# ---- act_unit_flat ----
File: config.mk
export PLATFORM = sky130hd
export DESIGN_NAME = act_unit_flat
export DESIGN_NICKNAME = d
export VERILOG_FILES = /design/src/rtl/act_unit_if.sv /design/src/rtl/act_unit.sv /design/src/flat_wrapper.sv
export SDC_FILE = /design/constraint.sdc
export NUM_CORES = 1
export LEC_CHECK = 0
export ABC_AREA = 1
export CORE_MARGIN = 10
export CORE_UTILIZATION = 40
export DETAILED_ROUTE_END_ITERATION = 8
export MAX_ROUTING_LAYER = met4
export SLEW_MARGIN = 20
export SYNTH_ARGS = -nofsm -noshare
export SYNTH_HDL_FRONTEND = slang
export SYNTH_SLANG_ARGS = --single-unit
File: constraint.sdc
create_clock -name clk -period 7.1 [get_ports clk]
set_input_delay 0.71 -clock clk [delete_from_list [all_inputs] [get_ports clk]]
set_output_delay 0.71 -clock clk [all_outputs]
set_load 0.02 [all_outputs]
File: src/rtl/act_unit_if.sv
// Stream bundle between the accumulator, the activation stage and the next layer's buffer.
// The master modport is the environment side; the slave modport is the activation unit.
interface act_unit_if #(
    parameter int W     = 18,
    parameter int LANES = 4
);
    logic               in_valid;
    logic               in_ready;
    logic [LANES*W-1:0] in_data;
    logic [1:0]         in_mode;
    logic [W-1:0]       in_clip;
    logic               out_valid;
    logic               out_ready;
    logic [LANES*W-1:0] out_data;

    modport master (
        output in_valid, in_data, in_mode, in_clip, out_ready,
        input  in_ready, out_valid, out_data
    );

    modport slave (
        input  in_valid, in_data, in_mode, in_clip, out_ready,
        output in_ready, out_valid, out_data
    );
endinterface

File: src/rtl/act_unit.sv
// Multi-lane activation stage: capture stage A, activation computed into result stage B,
// full valid/ready back-pressure, and a saturating count of clipped lanes delivered.
module act_unit #(
    parameter int W          = 18,
    parameter int LANES      = 4,
    parameter int LEAK_SHIFT = 3,
    parameter int CNT_W      = 16
) (
    input  logic             clk,
    input  logic             rst_n,
    act_unit_if.slave        bus,
    input  logic             clr_cnt,
    output logic [CNT_W-1:0] clip_cnt
);
    localparam int SUM_W = CNT_W + $clog2(LANES + 1);

    logic               a_valid_q, a_valid_d;
    logic [LANES*W-1:0] a_data_q, a_data_d;
    logic [1:0]         a_mode_q, a_mode_d;
    logic [W-1:0]       a_clip_q, a_clip_d;
    logic               b_valid_q, b_valid_d;
    logic [LANES*W-1:0] b_data_q, b_data_d;
    logic [LANES-1:0]   b_flags_q, b_flags_d;
    logic [CNT_W-1:0]   clip_cnt_q, clip_cnt_d;

    logic               advance_b_s;
    logic               in_ready_s;
    logic               in_fire_s;
    logic               out_fire_s;
    logic [LANES*W-1:0] res_data_s;
    logic [LANES-1:0]   res_flags_s;
    logic [SUM_W-1:0]   cnt_sum_s;

    // Returns {clipped_flag, y} for one lane.
    function automatic logic [W:0] act_lane(input logic signed [W-1:0] x,
                                            input logic [1:0]          mode,
                                            input logic signed [W-1:0] clip);
        logic signed [W-1:0] ceil_v;
        logic signed [W-1:0] leak_v;
        logic [W:0]          r;
        ceil_v = clip[W-1] ? {W{1'b0}} : clip;
        leak_v = x >>> LEAK_SHIFT;
        case (mode)
            2'd0: r = {1'b0, x};
            2'd1: r = x[W-1] ? {1'b0, {W{1'b0}}} : {1'b0, x};
            2'd2: r = x[W-1] ? {1'b0, leak_v} : {1'b0, x};
            2'd3: begin
                if (x[W-1]) begin
                    r = {1'b0, {W{1'b0}}};
                end else if (x > ceil_v) begin
                    r = {1'b1, ceil_v};
                end else begin
                    r = {1'b0, x};
                end
            end
            default: r = {1'b0, x};
        endcase
        return r;
    endfunction

    function automatic logic [SUM_W-1:0] popcount(input logic [LANES-1:0] v);
        logic [SUM_W-1:0] n;
        n = {SUM_W{1'b0}};
        for (int i = 0; i < LANES; i++) begin
            n = n + {{(SUM_W-1){1'b0}}, v[i]};
        end
        return n;
    endfunction

    // Handshake qualifiers; in_ready is held low while reset is asserted.
    always_comb begin
        advance_b_s = !b_valid_q || bus.out_ready;
        in_ready_s  = rst_n && (!a_valid_q || advance_b_s);
        in_fire_s   = bus.in_valid && in_ready_s;
        out_fire_s  = b_valid_q && bus.out_ready;
    end

    // Per-lane activation of the beat held in stage A.
    always_comb begin
        logic [W:0] lane_r;
        lane_r      = {(W+1){1'b0}};
        res_data_s  = {(LANES*W){1'b0}};
        res_flags_s = {LANES{1'b0}};
        for (int i = 0; i < LANES; i++) begin
            lane_r                 = act_lane(a_data_q[i*W +: W], a_mode_q, a_clip_q);
            res_data_s[i*W +: W]   = lane_r[W-1:0];
            res_flags_s[i]         = lane_r[W];
        end
    end

    // Stage A loads on input handshake, otherwise empties when stage B takes its beat.
    always_comb begin
        a_data_d  = a_data_q;
        a_mode_d  = a_mode_q;
        a_clip_d  = a_clip_q;
        a_valid_d = a_valid_q;
        if (in_fire_s) begin
            a_valid_d = 1'b1;
            a_data_d  = bus.in_data;
            a_mode_d  = bus.in_mode;
            a_clip_d  = bus.in_clip;
        end else if (advance_b_s) begin
            a_valid_d = 1'b0;
        end else begin
            a_valid_d = a_valid_q;
        end
    end

    // Stage B takes the activated beat whenever it is empty or being consumed; it holds while stalled.
    always_comb begin
        b_valid_d = b_valid_q;
        b_data_d  = b_data_q;
        b_flags_d = b_flags_q;
        if (advance_b_s) begin
            b_valid_d = a_valid_q;
            if (a_valid_q) begin
                b_data_d  = res_data_s;
                b_flags_d = res_flags_s;
            end else begin
                b_flags_d = {LANES{1'b0}};
            end
        end else begin
            b_valid_d = b_valid_q;
        end
    end

    // Clip counter: clear wins over a concurrent increment, and the sum saturates rather than wraps.
    always_comb begin
        cnt_sum_s  = {{(SUM_W-CNT_W){1'b0}}, clip_cnt_q} + popcount(b_flags_q);
        clip_cnt_d = clip_cnt_q;
        if (clr_cnt) begin
            clip_cnt_d = {CNT_W{1'b0}};
        end else if (out_fire_s) begin
            if (cnt_sum_s > {{(SUM_W-CNT_W){1'b0}}, {CNT_W{1'b1}}}) begin
                clip_cnt_d = {CNT_W{1'b1}};
            end else begin
                clip_cnt_d = cnt_sum_s[CNT_W-1:0];
            end
        end else begin
            clip_cnt_d = clip_cnt_q;
        end
    end

    // State registers with synchronous active-low reset.
    always_ff @(posedge clk) begin
        if (!rst_n) begin
            a_valid_q  <= 1'b0;
            a_data_q   <= {(LANES*W){1'b0}};
            a_mode_q   <= 2'd0;
            a_clip_q   <= {W{1'b0}};
            b_valid_q  <= 1'b0;
            b_data_q   <= {(LANES*W){1'b0}};
            b_flags_q  <= {LANES{1'b0}};
            clip_cnt_q <= {CNT_W{1'b0}};
        end else begin
            a_valid_q  <= a_valid_d;
            a_data_q   <= a_data_d;
            a_mode_q   <= a_mode_d;
            a_clip_q   <= a_clip_d;
            b_valid_q  <= b_valid_d;
            b_data_q   <= b_data_d;
            b_flags_q  <= b_flags_d;
            clip_cnt_q <= clip_cnt_d;
        end
    end

    assign bus.in_ready  = in_ready_s;
    assign bus.out_valid = b_valid_q;
    assign bus.out_data  = b_data_q;
    assign clip_cnt      = clip_cnt_q;
endmodule

File: src/flat_wrapper.sv
// flat-port wrapper written by rule: the top's interface ports become plain ports
module act_unit_flat 
#(
    parameter int W          = 18,
    parameter int LANES      = 4,
    parameter int LEAK_SHIFT = 3,
    parameter int CNT_W      = 16
)
  (clk, rst_n, clr_cnt, clip_cnt, bus_in_valid, bus_in_data, bus_in_mode, bus_in_clip, bus_out_ready, bus_in_ready, bus_out_valid, bus_out_data);
  act_unit_if #(.W(W), .LANES(LANES)) bus_i ();
  input  logic clk;
  input  logic rst_n;
  input  logic clr_cnt;
  output logic [CNT_W-1:0] clip_cnt;
  input wire logic [$bits(bus_i.in_valid)-1:0] bus_in_valid;
  input wire logic [$bits(bus_i.in_data)-1:0] bus_in_data;
  input wire logic [$bits(bus_i.in_mode)-1:0] bus_in_mode;
  input wire logic [$bits(bus_i.in_clip)-1:0] bus_in_clip;
  input wire logic [$bits(bus_i.out_ready)-1:0] bus_out_ready;
  output wire logic [$bits(bus_i.in_ready)-1:0] bus_in_ready;
  output wire logic [$bits(bus_i.out_valid)-1:0] bus_out_valid;
  output wire logic [$bits(bus_i.out_data)-1:0] bus_out_data;
  assign bus_i.in_valid = bus_in_valid;
  assign bus_i.in_data = bus_in_data;
  assign bus_i.in_mode = bus_in_mode;
  assign bus_i.in_clip = bus_in_clip;
  assign bus_i.out_ready = bus_out_ready;
  assign bus_in_ready = bus_i.in_ready;
  assign bus_out_valid = bus_i.out_valid;
  assign bus_out_data = bus_i.out_data;
  act_unit #(.W(W), .LANES(LANES), .LEAK_SHIFT(LEAK_SHIFT), .CNT_W(CNT_W)) u_core (.clk(clk), .rst_n(rst_n), .bus(bus_i), .clr_cnt(clr_cnt), .clip_cnt(clip_cnt));
endmodule
==> out/results.txt <==
status: finished, final reports clean
Mapped Area: 11570 sq um
# hold bufs at CTS: 0
non-clk buf share: 13.75%
beginning of the worst register-to-register path: u_core.a_clip_q[17]
internal power: 1.903 mW
Hold Path Depth: 2
syn nets: 1938
area leader, netlist: dfxtp_1
Crit path arrival time: 4280 ps
nets@finish: 2056
period utilisation layout: 54.85%
Register Area: 3724 sq um
layout cell share with drive strength beyond 1: 4.006%
Cell area leaders: dfxtp_1, nand2_1, ha_1
Post-synth EDFFs: 0
met1 Usage GRT: 28.72%
placed inst area: 13610 sq um
switching part of the total power: 36.22%
DR WL met3: 2.563 mm
reported combinational group power: 0.841 mW
seq_cells: 186
post-synthesis cell count: 1766
Setup CP Type: input pin to flip-flop
Initial DRC Count: 1152
Largest cell class: multi-input combinational cells
yosys stat area: 11570 sq um
register share after synthesis: 32.17%
ant diodes: 0
cells by family after synthesis:
group,Yosys count
xor+xnor,7
flops,186
compound gates,335
buf+inv,245
fa+ha+maj,75
simple gates,918
registers in the layout (all words and copies together), names as in the netlist:
register and cells:
u_core.bus.out_valid 1, u_core.b_flags_q 4, u_core.a_valid_q 1, u_core.a_data_q 72, u_core.a_clip_q 18, u_core.bus.out_data 72
u_core.clip_cnt 16, u_core.a_mode_q 2
critical path, cell delays in order:
cell and delay, ps:
clkdlybuf4s50_1 1020, inv_2 540, buf_4 500, nor2_4 670, buf_4 530, nand2_1 120
nand2_1 90
stage by stage:
step | hold slack [ps] | setup slack [ps]
finish | 450.9 | 3205
global route | 473.9 | 2901
CTS | 456.1 | 3294
detailed placement | 440.1 | 2840
global placement | 437.2 | 2896
floorplan | 444.4 | 4382
how the worst max path moves through the flow:
stage | startpoint | endpoint | cells past startpoint
detailed placement | rst_n | u_core.bus.out_data[2] | 7
CTS | rst_n | u_core.bus.out_data[2] | 7
floorplan | u_core.b_flags_q[0] | u_core.clip_cnt[11] | 15
global placement | rst_n | u_core.bus.out_data[71] | 7
finish | rst_n | u_core.bus.out_data[2] | 7
global route | rst_n | u_core.bus.out_data[71] | 7
### PDN straps and rails, act_unit_flat

Pins as bars on the die edge. Tap cells in grey.
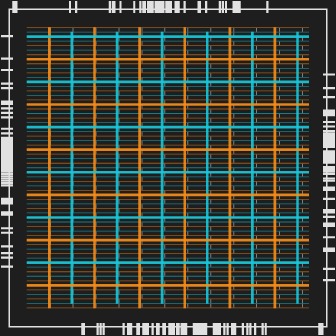
| colour | net |
|---|---|
| cyan | VDD |
| orange | VSS |
met4 straps: 12
signal pins: 187
met1 rails: 63
rows: 62
met5 straps: 12
Die Span Y: 190.1 um
width of the chip: 190.1 um
worst vdd ir: 0.1542 mV
core area: 28630 sq um

### Cells coloured by class, act_unit_flat

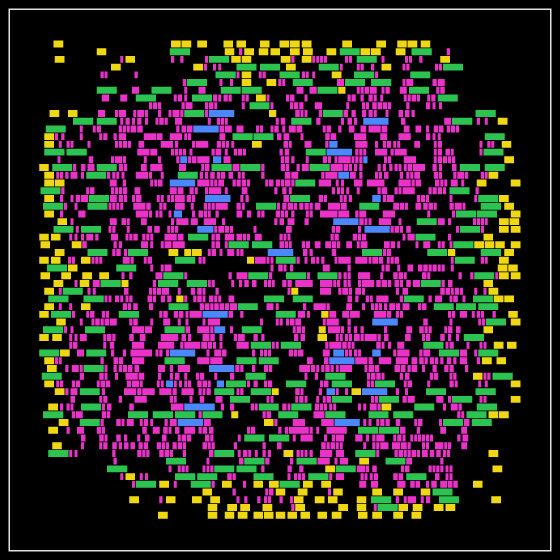
| colour | class | cells | share of their area |
|---|---|---|---|
| yellow | remaining buffers and delay cells | 198 | 14% |
| magenta | remaining logic cells | 1481 | 54% |
| blue | clock drivers and dummy loads | 32 | 4.3% |
| green | registers | 186 | 27% |
design area: 14200 sq um
flop share of the area: 26.23%
row count: 62
Layout Utilization: 49.59%

### Clock wires, drivers and flops, act_unit_flat

Scale bar: 50 um.
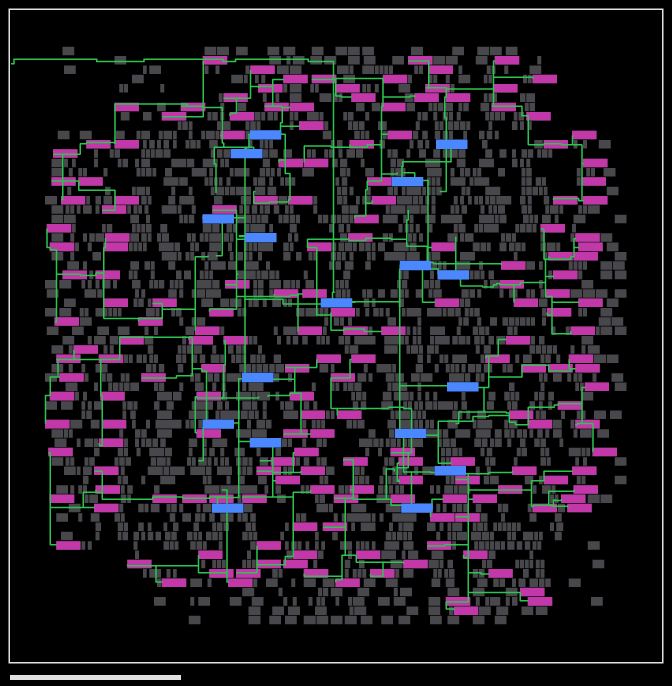
[magenta] flip-flops | count: 186
[blue] clock-net drivers | count: 17
[green] clock wires | length: 2760 um
routed clock nets: 18
flops lie: spread over the die
clock-net power: 0.989 mW
clock share of power: 33.1%


# ---- adder_arbiter ----
### PDN straps and rails, adder_arbiter

Pins as bars on the die edge. Tap cells in grey.
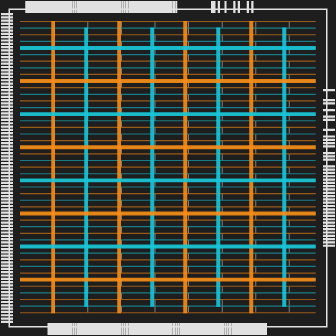
### Cells coloured by class, adder_arbiter

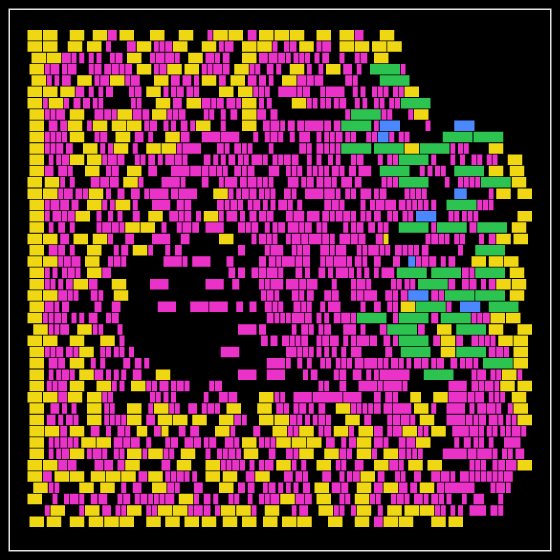
`src/rtl/adder_arbiter.sv`:
```
// adder_arbiter: one shared width-bit adder serving four requesters.
// Round-robin arbitration picks at most one valid request per cycle. The
// winner's a + b + cin goes into a single-entry result register that has
// valid/ready backpressure. The result register may be refilled in the same
// cycle it drains, so a steady stream runs at one result per cycle.
module adder_arbiter #(
   parameter int width = 32
) (
   input  logic                   clk,
   input  logic                   reset,
   input  logic [3:0]             req_valid,
   output logic [3:0]             req_ready,
   input  logic [4*width-1:0]     req_a,
   input  logic [4*width-1:0]     req_b,
   input  logic [3:0]             req_cin,
   output logic                   rsp_valid,
   input  logic                   rsp_ready,
   output logic [width-1:0]       rsp_sum,
   output logic                   rsp_cout,
   output logic [1:0]             rsp_id
);

   // Round-robin pointer: index that has highest priority this cycle.
   logic [1:0]       ptr;

   // Arbitration results.
   logic             can_accept;
   logic             found;
   logic [1:0]       grant_idx;
   logic [1:0]       scan_idx;
   logic             xfer;

   // Operands of the granted requester and the width+1 bit sum.
   logic [width-1:0] a_sel;
   logic [width-1:0] b_sel;
   logic             cin_sel;
   logic [width:0]   sum_full;

   // Unsigned add at width+1 bits; the top bit is the carry-out and the
   // low bits wrap on overflow.
   function automatic logic [width:0] add_wide(input logic [width-1:0] a,
                                               input logic [width-1:0] b,
                                               input logic             cin);
      add_wide = {1'b0, a} + {1'b0, b} + {{width{1'b0}}, cin};
   endfunction

   // Converts a 2-bit index into a 4-bit one-hot vector.
   function automatic logic [3:0] onehot4(input logic [1:0] idx);
      onehot4 = 4'b0001 << idx;
   endfunction

   // The result register can take a new value if it is empty or being
   // drained in this same cycle.
   assign can_accept = !rsp_valid || rsp_ready;

   // Scan from ptr upward (mod 4) and take the first valid requester.
   always_comb begin
      found     = 1'b0;
      grant_idx = ptr;
      scan_idx  = ptr;
      for (int k = 0; k < 4; k++) begin
         scan_idx = ptr + k[1:0];
         if (!found && req_valid[scan_idx]) begin
            found     = 1'b1;
            grant_idx = scan_idx;
         end
      end
   end

   // Grant is one-hot and suppressed while reset is held or the result
   // register cannot accept a new value.
   always_comb begin
      req_ready = 4'b0000;
      if (found && can_accept && !reset) begin
         req_ready = onehot4(grant_idx);
      end
   end

   // A transfer happens when the granted requester is valid, which is
   // guaranteed by construction of the grant but kept explicit here.
   assign xfer = |(req_valid & req_ready);

   // Operand mux feeding the single shared adder.
   always_comb begin
      a_sel    = req_a[grant_idx*width +: width];
      b_sel    = req_b[grant_idx*width +: width];
      cin_sel  = req_cin[grant_idx];
      sum_full = add_wide(a_sel, b_sel, cin_sel);
   end

   // Result register and pointer update. A transfer loads a new result and
   // rotates priority past the winner; a drain without a transfer only
   // clears valid and leaves the last payload visible.
   always_ff @(posedge clk) begin
      if (reset) begin
         ptr       <= 2'd0;
         rsp_valid <= 1'b0;
         rsp_sum   <= '0;
         rsp_cout  <= 1'b0;
         rsp_id    <= 2'd0;
      end else if (xfer) begin
         ptr       <= grant_idx + 2'd1;
         rsp_valid <= 1'b1;
         rsp_sum   <= sum_full[width-1:0];
         rsp_cout  <= sum_full[width];
         rsp_id    <= grant_idx;
      end else if (rsp_valid && rsp_ready) begin
         rsp_valid <= 1'b0;
      end
   end

endmodule

```
`config.mk`:
```
export PLATFORM = sky130hd
export DESIGN_NAME = adder_arbiter
export DESIGN_NICKNAME = d
export VERILOG_FILES = /design/src/rtl/adder_arbiter.sv
export SDC_FILE = /design/constraint.sdc
export NUM_CORES = 1
export LEC_CHECK = 0
export ABC_AREA = 1
export CORE_MARGIN = 4
export CORE_UTILIZATION = 45
export CTS_BUF_LIST = sky130_fd_sc_hd__clkbuf_2 sky130_fd_sc_hd__clkbuf_4 sky130_fd_sc_hd__clkbuf_8
export DETAILED_ROUTE_END_ITERATION = 10
export GPL_ROUTABILITY_DRIVEN = 0
export GPL_TIMING_DRIVEN = 1
export PLACE_DENSITY = 0.86
export RECOVER_POWER = 100
export SLEW_MARGIN = 20
export SYNTH_ARGS = -nofsm -noshare
export SYNTH_HDL_FRONTEND = slang
export SYNTH_SLANG_ARGS = --single-unit
```
`constraint.sdc`:
```
create_clock -name clk -period 10.9 [get_ports clk]
set_input_delay 3.27 -clock clk [delete_from_list [all_inputs] [get_ports clk]]
set_output_delay 3.27 -clock clk [all_outputs]
set_load 0.05 [all_outputs]
```
==> out/results.txt <==
status: finished, violations left
failing checks: capacitance limit, slew limit
fmax: 98.02 MHz
CP max stage cell: dlygate4sd3_1
Worst Skew: 7.808 ps
met2 routed WL: 11.55 mm
met3 Use GR: 4.666%
Post-DP HPWL: 19.70 mm
row count: 44
first-pass GRT wire length: 36.22 mm
Commonest Layout Cell: nand2_1
drt wl/cell: 13.91 um
final tally of max-slew violations: 149
ys flops: 38
# hold bufs at CTS: 0
Detailed Route WL: 23.55 mm
Synth top area share: 21.35%
total die size: 16860 sq um
TritonCTS clock tree: built
Max-Cap Viols: 1
grt peak-use layer: met2
Mapped Area: 6680 sq um
DR WL met3: 2.006 mm
syn nets: 1547
About 'PDN straps and rails' of adder_arbiter:
| colour | net |
|---|---|
| orange | VSS |
| cyan | VDD |
rows: 44
met1 rails: 45
met5 straps: 8
tap cells: 184
signal pins: 307
Die Span Y: 129.8 um
core area: 14530 sq um
width of the chip: 129.8 um

About 'Cells coloured by class' of adder_arbiter:
| colour | class | cells | share of their area |
|---|---|---|---|
| green | registers | 38 | 8.0% |
| magenta | remaining logic cells | 1151 | 59% |
| blue | clock drivers and dummy loads | 8 | 0.95% |
| yellow | remaining buffers and delay cells | 310 | 32% |
design area: 9753 sq um
Layout Utilization: 67.11%
flop share of the area: 7.800%

critical path: cells and delay by family:
kind | cells | cell delay, ps
buffers and inverters | 5 | 1960
and+or+nand+nor | 6 | 870
AOI/OAI and AO/OA | 2 | 540
adders and majority gates | 1 | 250
final cells by class:
class                      instances  area (sq um)  area share, %
inverter                         183         686.9          7.043
multi-input combinational        968          4893          50.17
tap                              184         230.2          2.360
sequential                        38         760.7          7.800
antenna                            2         5.005        0.05131
timing repair buffer             310          3087          31.65
clock inverter                     2         13.76         0.1411
clock buffer                       6         76.32         0.7826
state kept, by name, indices dropped and copies added (netlist names):
register and flops:
rsp_id 2, rsp_valid 1, rsp_sum 32, ptr 2
rsp_cout 1
worst paths after layout:
check / end / slack [ps] / depth (start not counted)
max: req_ready[3] / 700 / 14
min: rsp_valid / 480 / 2
max reg2reg: rsp_sum[30] / 4870 / 22
min reg2reg: rsp_valid / 480 / 2
cells by family after synthesis:
group	count (synthesis)	synth area share, %
buf+inv	237	15.49
compound gates	117	9.328
flops	38	11.39
fa+ha+maj	37	7.155
xor+xnor	16	2.098
simple gates	798	54.54

# ---- sysid_uptime ----
### PDN straps and rails, sysid_uptime

Pins as bars on the die edge. Tap cells in grey.
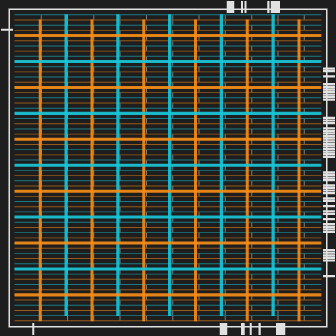
### Cells coloured by class, sysid_uptime

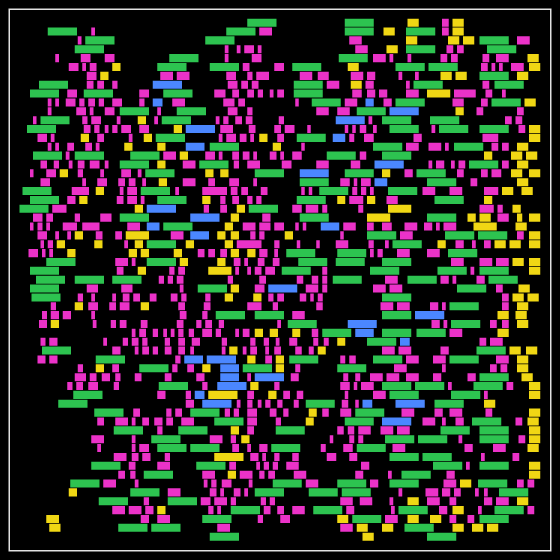
[config.mk]
export PLATFORM = sky130hd
export DESIGN_NAME = sysid_uptime
export DESIGN_NICKNAME = d
export VERILOG_FILES = /design/src/rtl/sysid_pkg.sv /design/src/rtl/sysid_uptime_ctr.sv /design/src/rtl/sysid_uptime.sv
export SDC_FILE = /design/constraint.sdc
export NUM_CORES = 1
export LEC_CHECK = 0
export CELL_PAD_IN_SITES_DETAIL_PLACEMENT = 1
export CELL_PAD_IN_SITES_GLOBAL_PLACEMENT = 2
export CORE_MARGIN = 2
export CORE_UTILIZATION = 35
export CTS_CLUSTER_DIAMETER = 120
export DETAILED_ROUTE_END_ITERATION = 10
export HOLD_SLACK_MARGIN = 0.12
export PLACE_DENSITY_LB_ADDON = 0.1
export SYNTH_ARGS = -nofsm -noshare
export SYNTH_HDL_FRONTEND = slang
export SYNTH_HIERARCHICAL = 1
export SYNTH_SLANG_ARGS = --single-unit
[constraint.sdc]
create_clock -name clock -period 2.6 [get_ports clock]
set_input_delay 0.26 -clock clock [delete_from_list [all_inputs] [get_ports clock]]
set_output_delay 0.26 -clock clock [all_outputs]
set_load 0.01 [all_outputs]
[src/rtl/sysid_pkg.sv]
// Purpose: shared register map, CAPS field layout and CAPS word builder for sysid_uptime.
// Latency: n/a (constants and a pure function only).
// Backpressure: n/a.
package sysid_pkg;

    // Word addresses on the 3-bit register bus.
    localparam logic [2:0] ADDR_ID        = 3'd0;
    localparam logic [2:0] ADDR_TIMESTAMP = 3'd1;
    localparam logic [2:0] ADDR_UPTIME_LO = 3'd2;
    localparam logic [2:0] ADDR_UPTIME_HI = 3'd3;
    localparam logic [2:0] ADDR_SCRATCH   = 3'd4;
    localparam logic [2:0] ADDR_CAPS      = 3'd5;
    localparam logic [2:0] ADDR_CONTROL   = 3'd6;

    // CAPS layout: {prescale[23:0], 4'b0, read_latency[3:0]}.
    localparam int CAPS_LAT_LSB      = 0;
    localparam int CAPS_LAT_W        = 4;
    localparam int CAPS_PRESCALE_LSB = 8;
    localparam int CAPS_PRESCALE_W   = 24;

    // CONTROL bit that clears the uptime counter and prescaler.
    localparam int CONTROL_CLEAR_BIT = 0;

    function automatic logic [31:0] caps_word(input logic [23:0] prescale,
                                              input logic [3:0]  latency);
        logic [31:0] w;
        w = '0;
        w[CAPS_PRESCALE_LSB +: CAPS_PRESCALE_W] = prescale;
        w[CAPS_LAT_LSB +: CAPS_LAT_W]           = latency;
        return w;
    endfunction

endpackage

[src/rtl/sysid_uptime_ctr.sv]
// Purpose: free-running prescaler feeding a 64-bit uptime counter, with synchronous clear.
// Latency: count reflects a tick or clear on the clock edge that applies it.
// Backpressure: none; counts every cycle.
//
// Ports: clock, reset_n (async active-low), clear (sync, wins over a tick),
//        count[63:0] (current uptime in ticks).
module sysid_uptime_ctr #(
    parameter int unsigned PRESCALE = 50
) (
    input  logic        clock,
    input  logic        reset_n,
    input  logic        clear,
    output logic [63:0] count
);

    logic [23:0] pre_q;
    logic [63:0] count_q;
    logic        tick;

    // The tick coincides with the edge on which the prescaler wraps back to 0.
    assign tick = (pre_q == 24'(PRESCALE - 1));

    always_ff @(posedge clock or negedge reset_n) begin
        if (!reset_n) begin
            pre_q   <= '0;
            count_q <= '0;
        end else if (clear) begin
            pre_q   <= '0;
            count_q <= '0;
        end else begin
            pre_q <= tick ? 24'd0 : pre_q + 24'd1;
            if (tick) begin
                count_q <= count_q + 64'd1;
            end
        end
    end

    assign count = count_q;

endmodule

[src/rtl/sysid_uptime.sv]
// Purpose: system ID / build timestamp / uptime register block on a simple read/write bus.
// Latency: read data returned READ_LATENCY cycles after accept, pipelined one per cycle.
// Backpressure: none; every read and write is accepted the cycle it is presented.
//
// Ports: clock, reset_n (async active-low), address[2:0], read, write,
//        writedata[31:0], byteenable[3:0], readdata[31:0] (zero unless valid),
//        readdatavalid (one pulse per accepted read).
module sysid_uptime
    import sysid_pkg::*;
#(
    parameter logic [31:0] SYSTEM_ID    = 32'h0000_0000,
    parameter logic [31:0] TIMESTAMP    = 32'd0,
    parameter int unsigned READ_LATENCY = 1,
    parameter int unsigned PRESCALE     = 50
) (
    input  logic        clock,
    input  logic        reset_n,
    input  logic [2:0]  address,
    input  logic        read,
    input  logic        write,
    input  logic [31:0] writedata,
    input  logic [3:0]  byteenable,
    output logic [31:0] readdata,
    output logic        readdatavalid
);

    localparam logic [31:0] CAPS = caps_word(24'(PRESCALE), 4'(READ_LATENCY));

    logic [63:0] uptime;
    logic [31:0] shadow_hi;
    logic [31:0] scratch;
    logic [31:0] rd_dat;
    logic        clear;

    logic [READ_LATENCY-1:0]       pipe_vld;
    logic [READ_LATENCY-1:0][31:0] pipe_dat;

    assign clear = write && (address == ADDR_CONTROL) && writedata[CONTROL_CLEAR_BIT];

    sysid_uptime_ctr #(
        .PRESCALE (PRESCALE)
    ) u_ctr (
        .clock   (clock),
        .reset_n (reset_n),
        .clear   (clear),
        .count   (uptime)
    );

    // Read mux samples state before any same-cycle write lands.
    always_comb begin
        rd_dat = '0;
        case (address)
            ADDR_ID:        rd_dat = SYSTEM_ID;
            ADDR_TIMESTAMP: rd_dat = TIMESTAMP;
            ADDR_UPTIME_LO: rd_dat = uptime[31:0];
            ADDR_UPTIME_HI: rd_dat = shadow_hi;
            ADDR_SCRATCH:   rd_dat = scratch;
            ADDR_CAPS:      rd_dat = CAPS;
            default:        rd_dat = '0;
        endcase
    end

    // Reading LO freezes the matching HI word so a LO-then-HI pair is coherent
    // even if the counter carries between the two reads.
    always_ff @(posedge clock or negedge reset_n) begin
        if (!reset_n) begin
            shadow_hi <= '0;
        end else if (read && (address == ADDR_UPTIME_LO)) begin
            shadow_hi <= uptime[63:32];
        end
    end

    always_ff @(posedge clock or negedge reset_n) begin
        if (!reset_n) begin
            scratch <= '0;
        end else if (write && (address == ADDR_SCRATCH)) begin
            for (int b = 0; b < 4; b++) begin
                if (byteenable[b]) begin
                    scratch[b*8 +: 8] <= writedata[b*8 +: 8];
                end
            end
        end
    end

    // Shift-register read pipeline; data is zeroed in empty slots so the
    // output stays 0 whenever no result is being delivered.
    always_ff @(posedge clock or negedge reset_n) begin
        if (!reset_n) begin
            pipe_vld <= '0;
            pipe_dat <= '0;
        end else begin
            pipe_vld[0] <= read;
            pipe_dat[0] <= read ? rd_dat : 32'd0;
            for (int i = 1; i < READ_LATENCY; i++) begin
                pipe_vld[i] <= pipe_vld[i-1];
                pipe_dat[i] <= pipe_dat[i-1];
            end
        end
    end

    assign readdatavalid = pipe_vld[READ_LATENCY-1];
    assign readdata      = pipe_vld[READ_LATENCY-1] ? pipe_dat[READ_LATENCY-1] : 32'd0;

endmodule

==> out/results.txt <==
# setup viols final: 0
Post-DP HPWL: 20.59 mm
DRC: 0
seq_cells: 185
Worst Skew: 17.39 ps
Filler cells: 2822
Largest cell class: sequential cells
antenna violations before repair: 0
P_seq: 3.92 mW
DP Cell Count: 1313
ant diodes: 0
slew at the pin with the worst max-slew slack: 642.8 ps
grt peak-use layer: met2
fmax: 393.3 MHz
num ports: 76
clock-net power: 2.70 mW
Critical Path End: u_ctr/count[55]
Post-synth EDFFs: 0
first-pass GRT wire length: 45.64 mm
R2R setup slack: 60 ps
ys async rst share: 100.0%
status: finished, final reports clean
switching part of the total power: 32.04%
placed inst area: 10760 sq um
Final Hold Fails: 0
Comb gates: 631
period utilisation layout: 97.79%
syn nets: 916
Crit. End Element: flip-flop
nets@finish: 1051
Cell Type Count: 50
Notes on 'PDN straps and rails' of sysid_uptime above:
| colour | net |
|---|---|
| cyan | VDD |
| orange | VSS |
met4 straps: 11
met1 rails: 60
met5 straps: 11
signal pins: 76
core area: 25840 sq um
worst vdd ir: 0.3286 mV
width of the chip: 165.7 um
Die Span Y: 165.7 um

Notes on 'Cells coloured by class' of sysid_uptime above:
| colour | class | cells | share of their area |
|---|---|---|---|
| magenta | remaining logic cells | 641 | 39% |
| yellow | remaining buffers and delay cells | 160 | 13% |
| green | registers | 185 | 42% |
| blue | clock drivers and dummy loads | 32 | 5.5% |
design area: 11540 sq um
row count: 59
Layout Utilization: 44.66%
flop share of the area: 40.12%

-- critical path, stage by stage, from the launching register on --
cell	delay, ps
dfrtp_1	390
or4_4	570
nor4_4	280
buf_4	160
nand4_1	200
buf_12	220
or4_1	510
a21oi_1	150
-- sequential cells by signal (all words and copies together), names as in the netlist --
name,count
pipe_dat,32
readdatavalid,1
scratch,32
shadow_hi,32
u_ctr/count,64
u_ctr/pre_q,24
-- cell usage after synthesis, drive strengths merged, types with 8 or more instances --
master / count
xor2: 17
or3: 23
nor3: 11
buf: 17
nor2: 97
inv: 10
and2: 40
o21ai: 22
nand4: 43
a21oi: 40
nor4: 25
nand2: 39
or4: 15
xnor2: 26
a22oi: 28
mux2: 94
o31ai: 11
clkbuf: 27
and4: 8
nand3: 36
and3: 13
dfrtp: 185
-- layer usage --
layer | wire length, um | part of all wire [%] | vias up
met5 | 0 | 0 | -
met4 | 405 | 1.4 | 0
met3 | 871 | 3.1 | 22
met2 | 13420 | 47 | 117
met1 | 13750 | 48 | 3750
li1 | - | - | 3432
-- repair_timing --
action                                  CTS  global route
pin swaps                                 0             1
hold buffers                              1             0
gates cloned                              0             2
setup buffers                             0             5
endpoints found under the hold margin    57             0
endpoints found under the setup margin    2             8
resized                                   2            11


==> layout pictures side by side <==
Routing congestion.
(a)
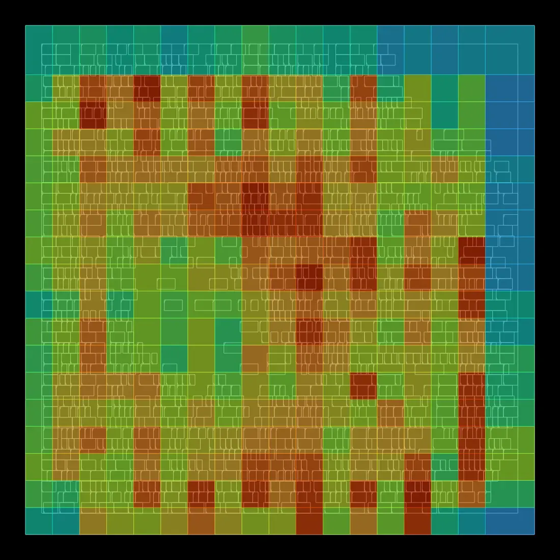
(b)
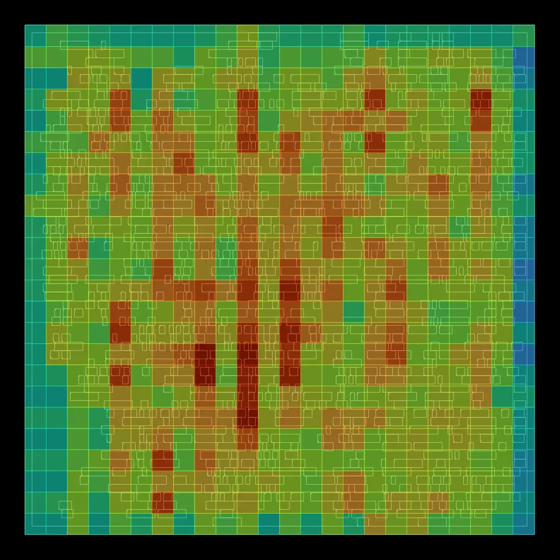
(c)
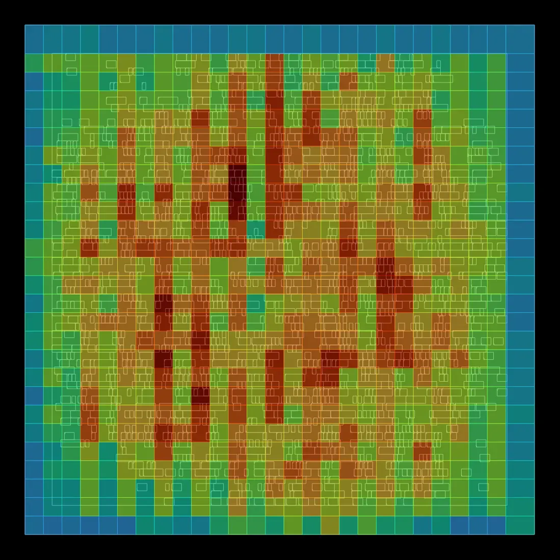
| from | picture |
|---|---|
| act_unit_flat | (c) |
| adder_arbiter | (a) |
| sysid_uptime | (b) |
The one with the highest track usage is (a).
The one with the highest utilization is (a).

No activity file was given, so power comes from the tool's default toggle rates.
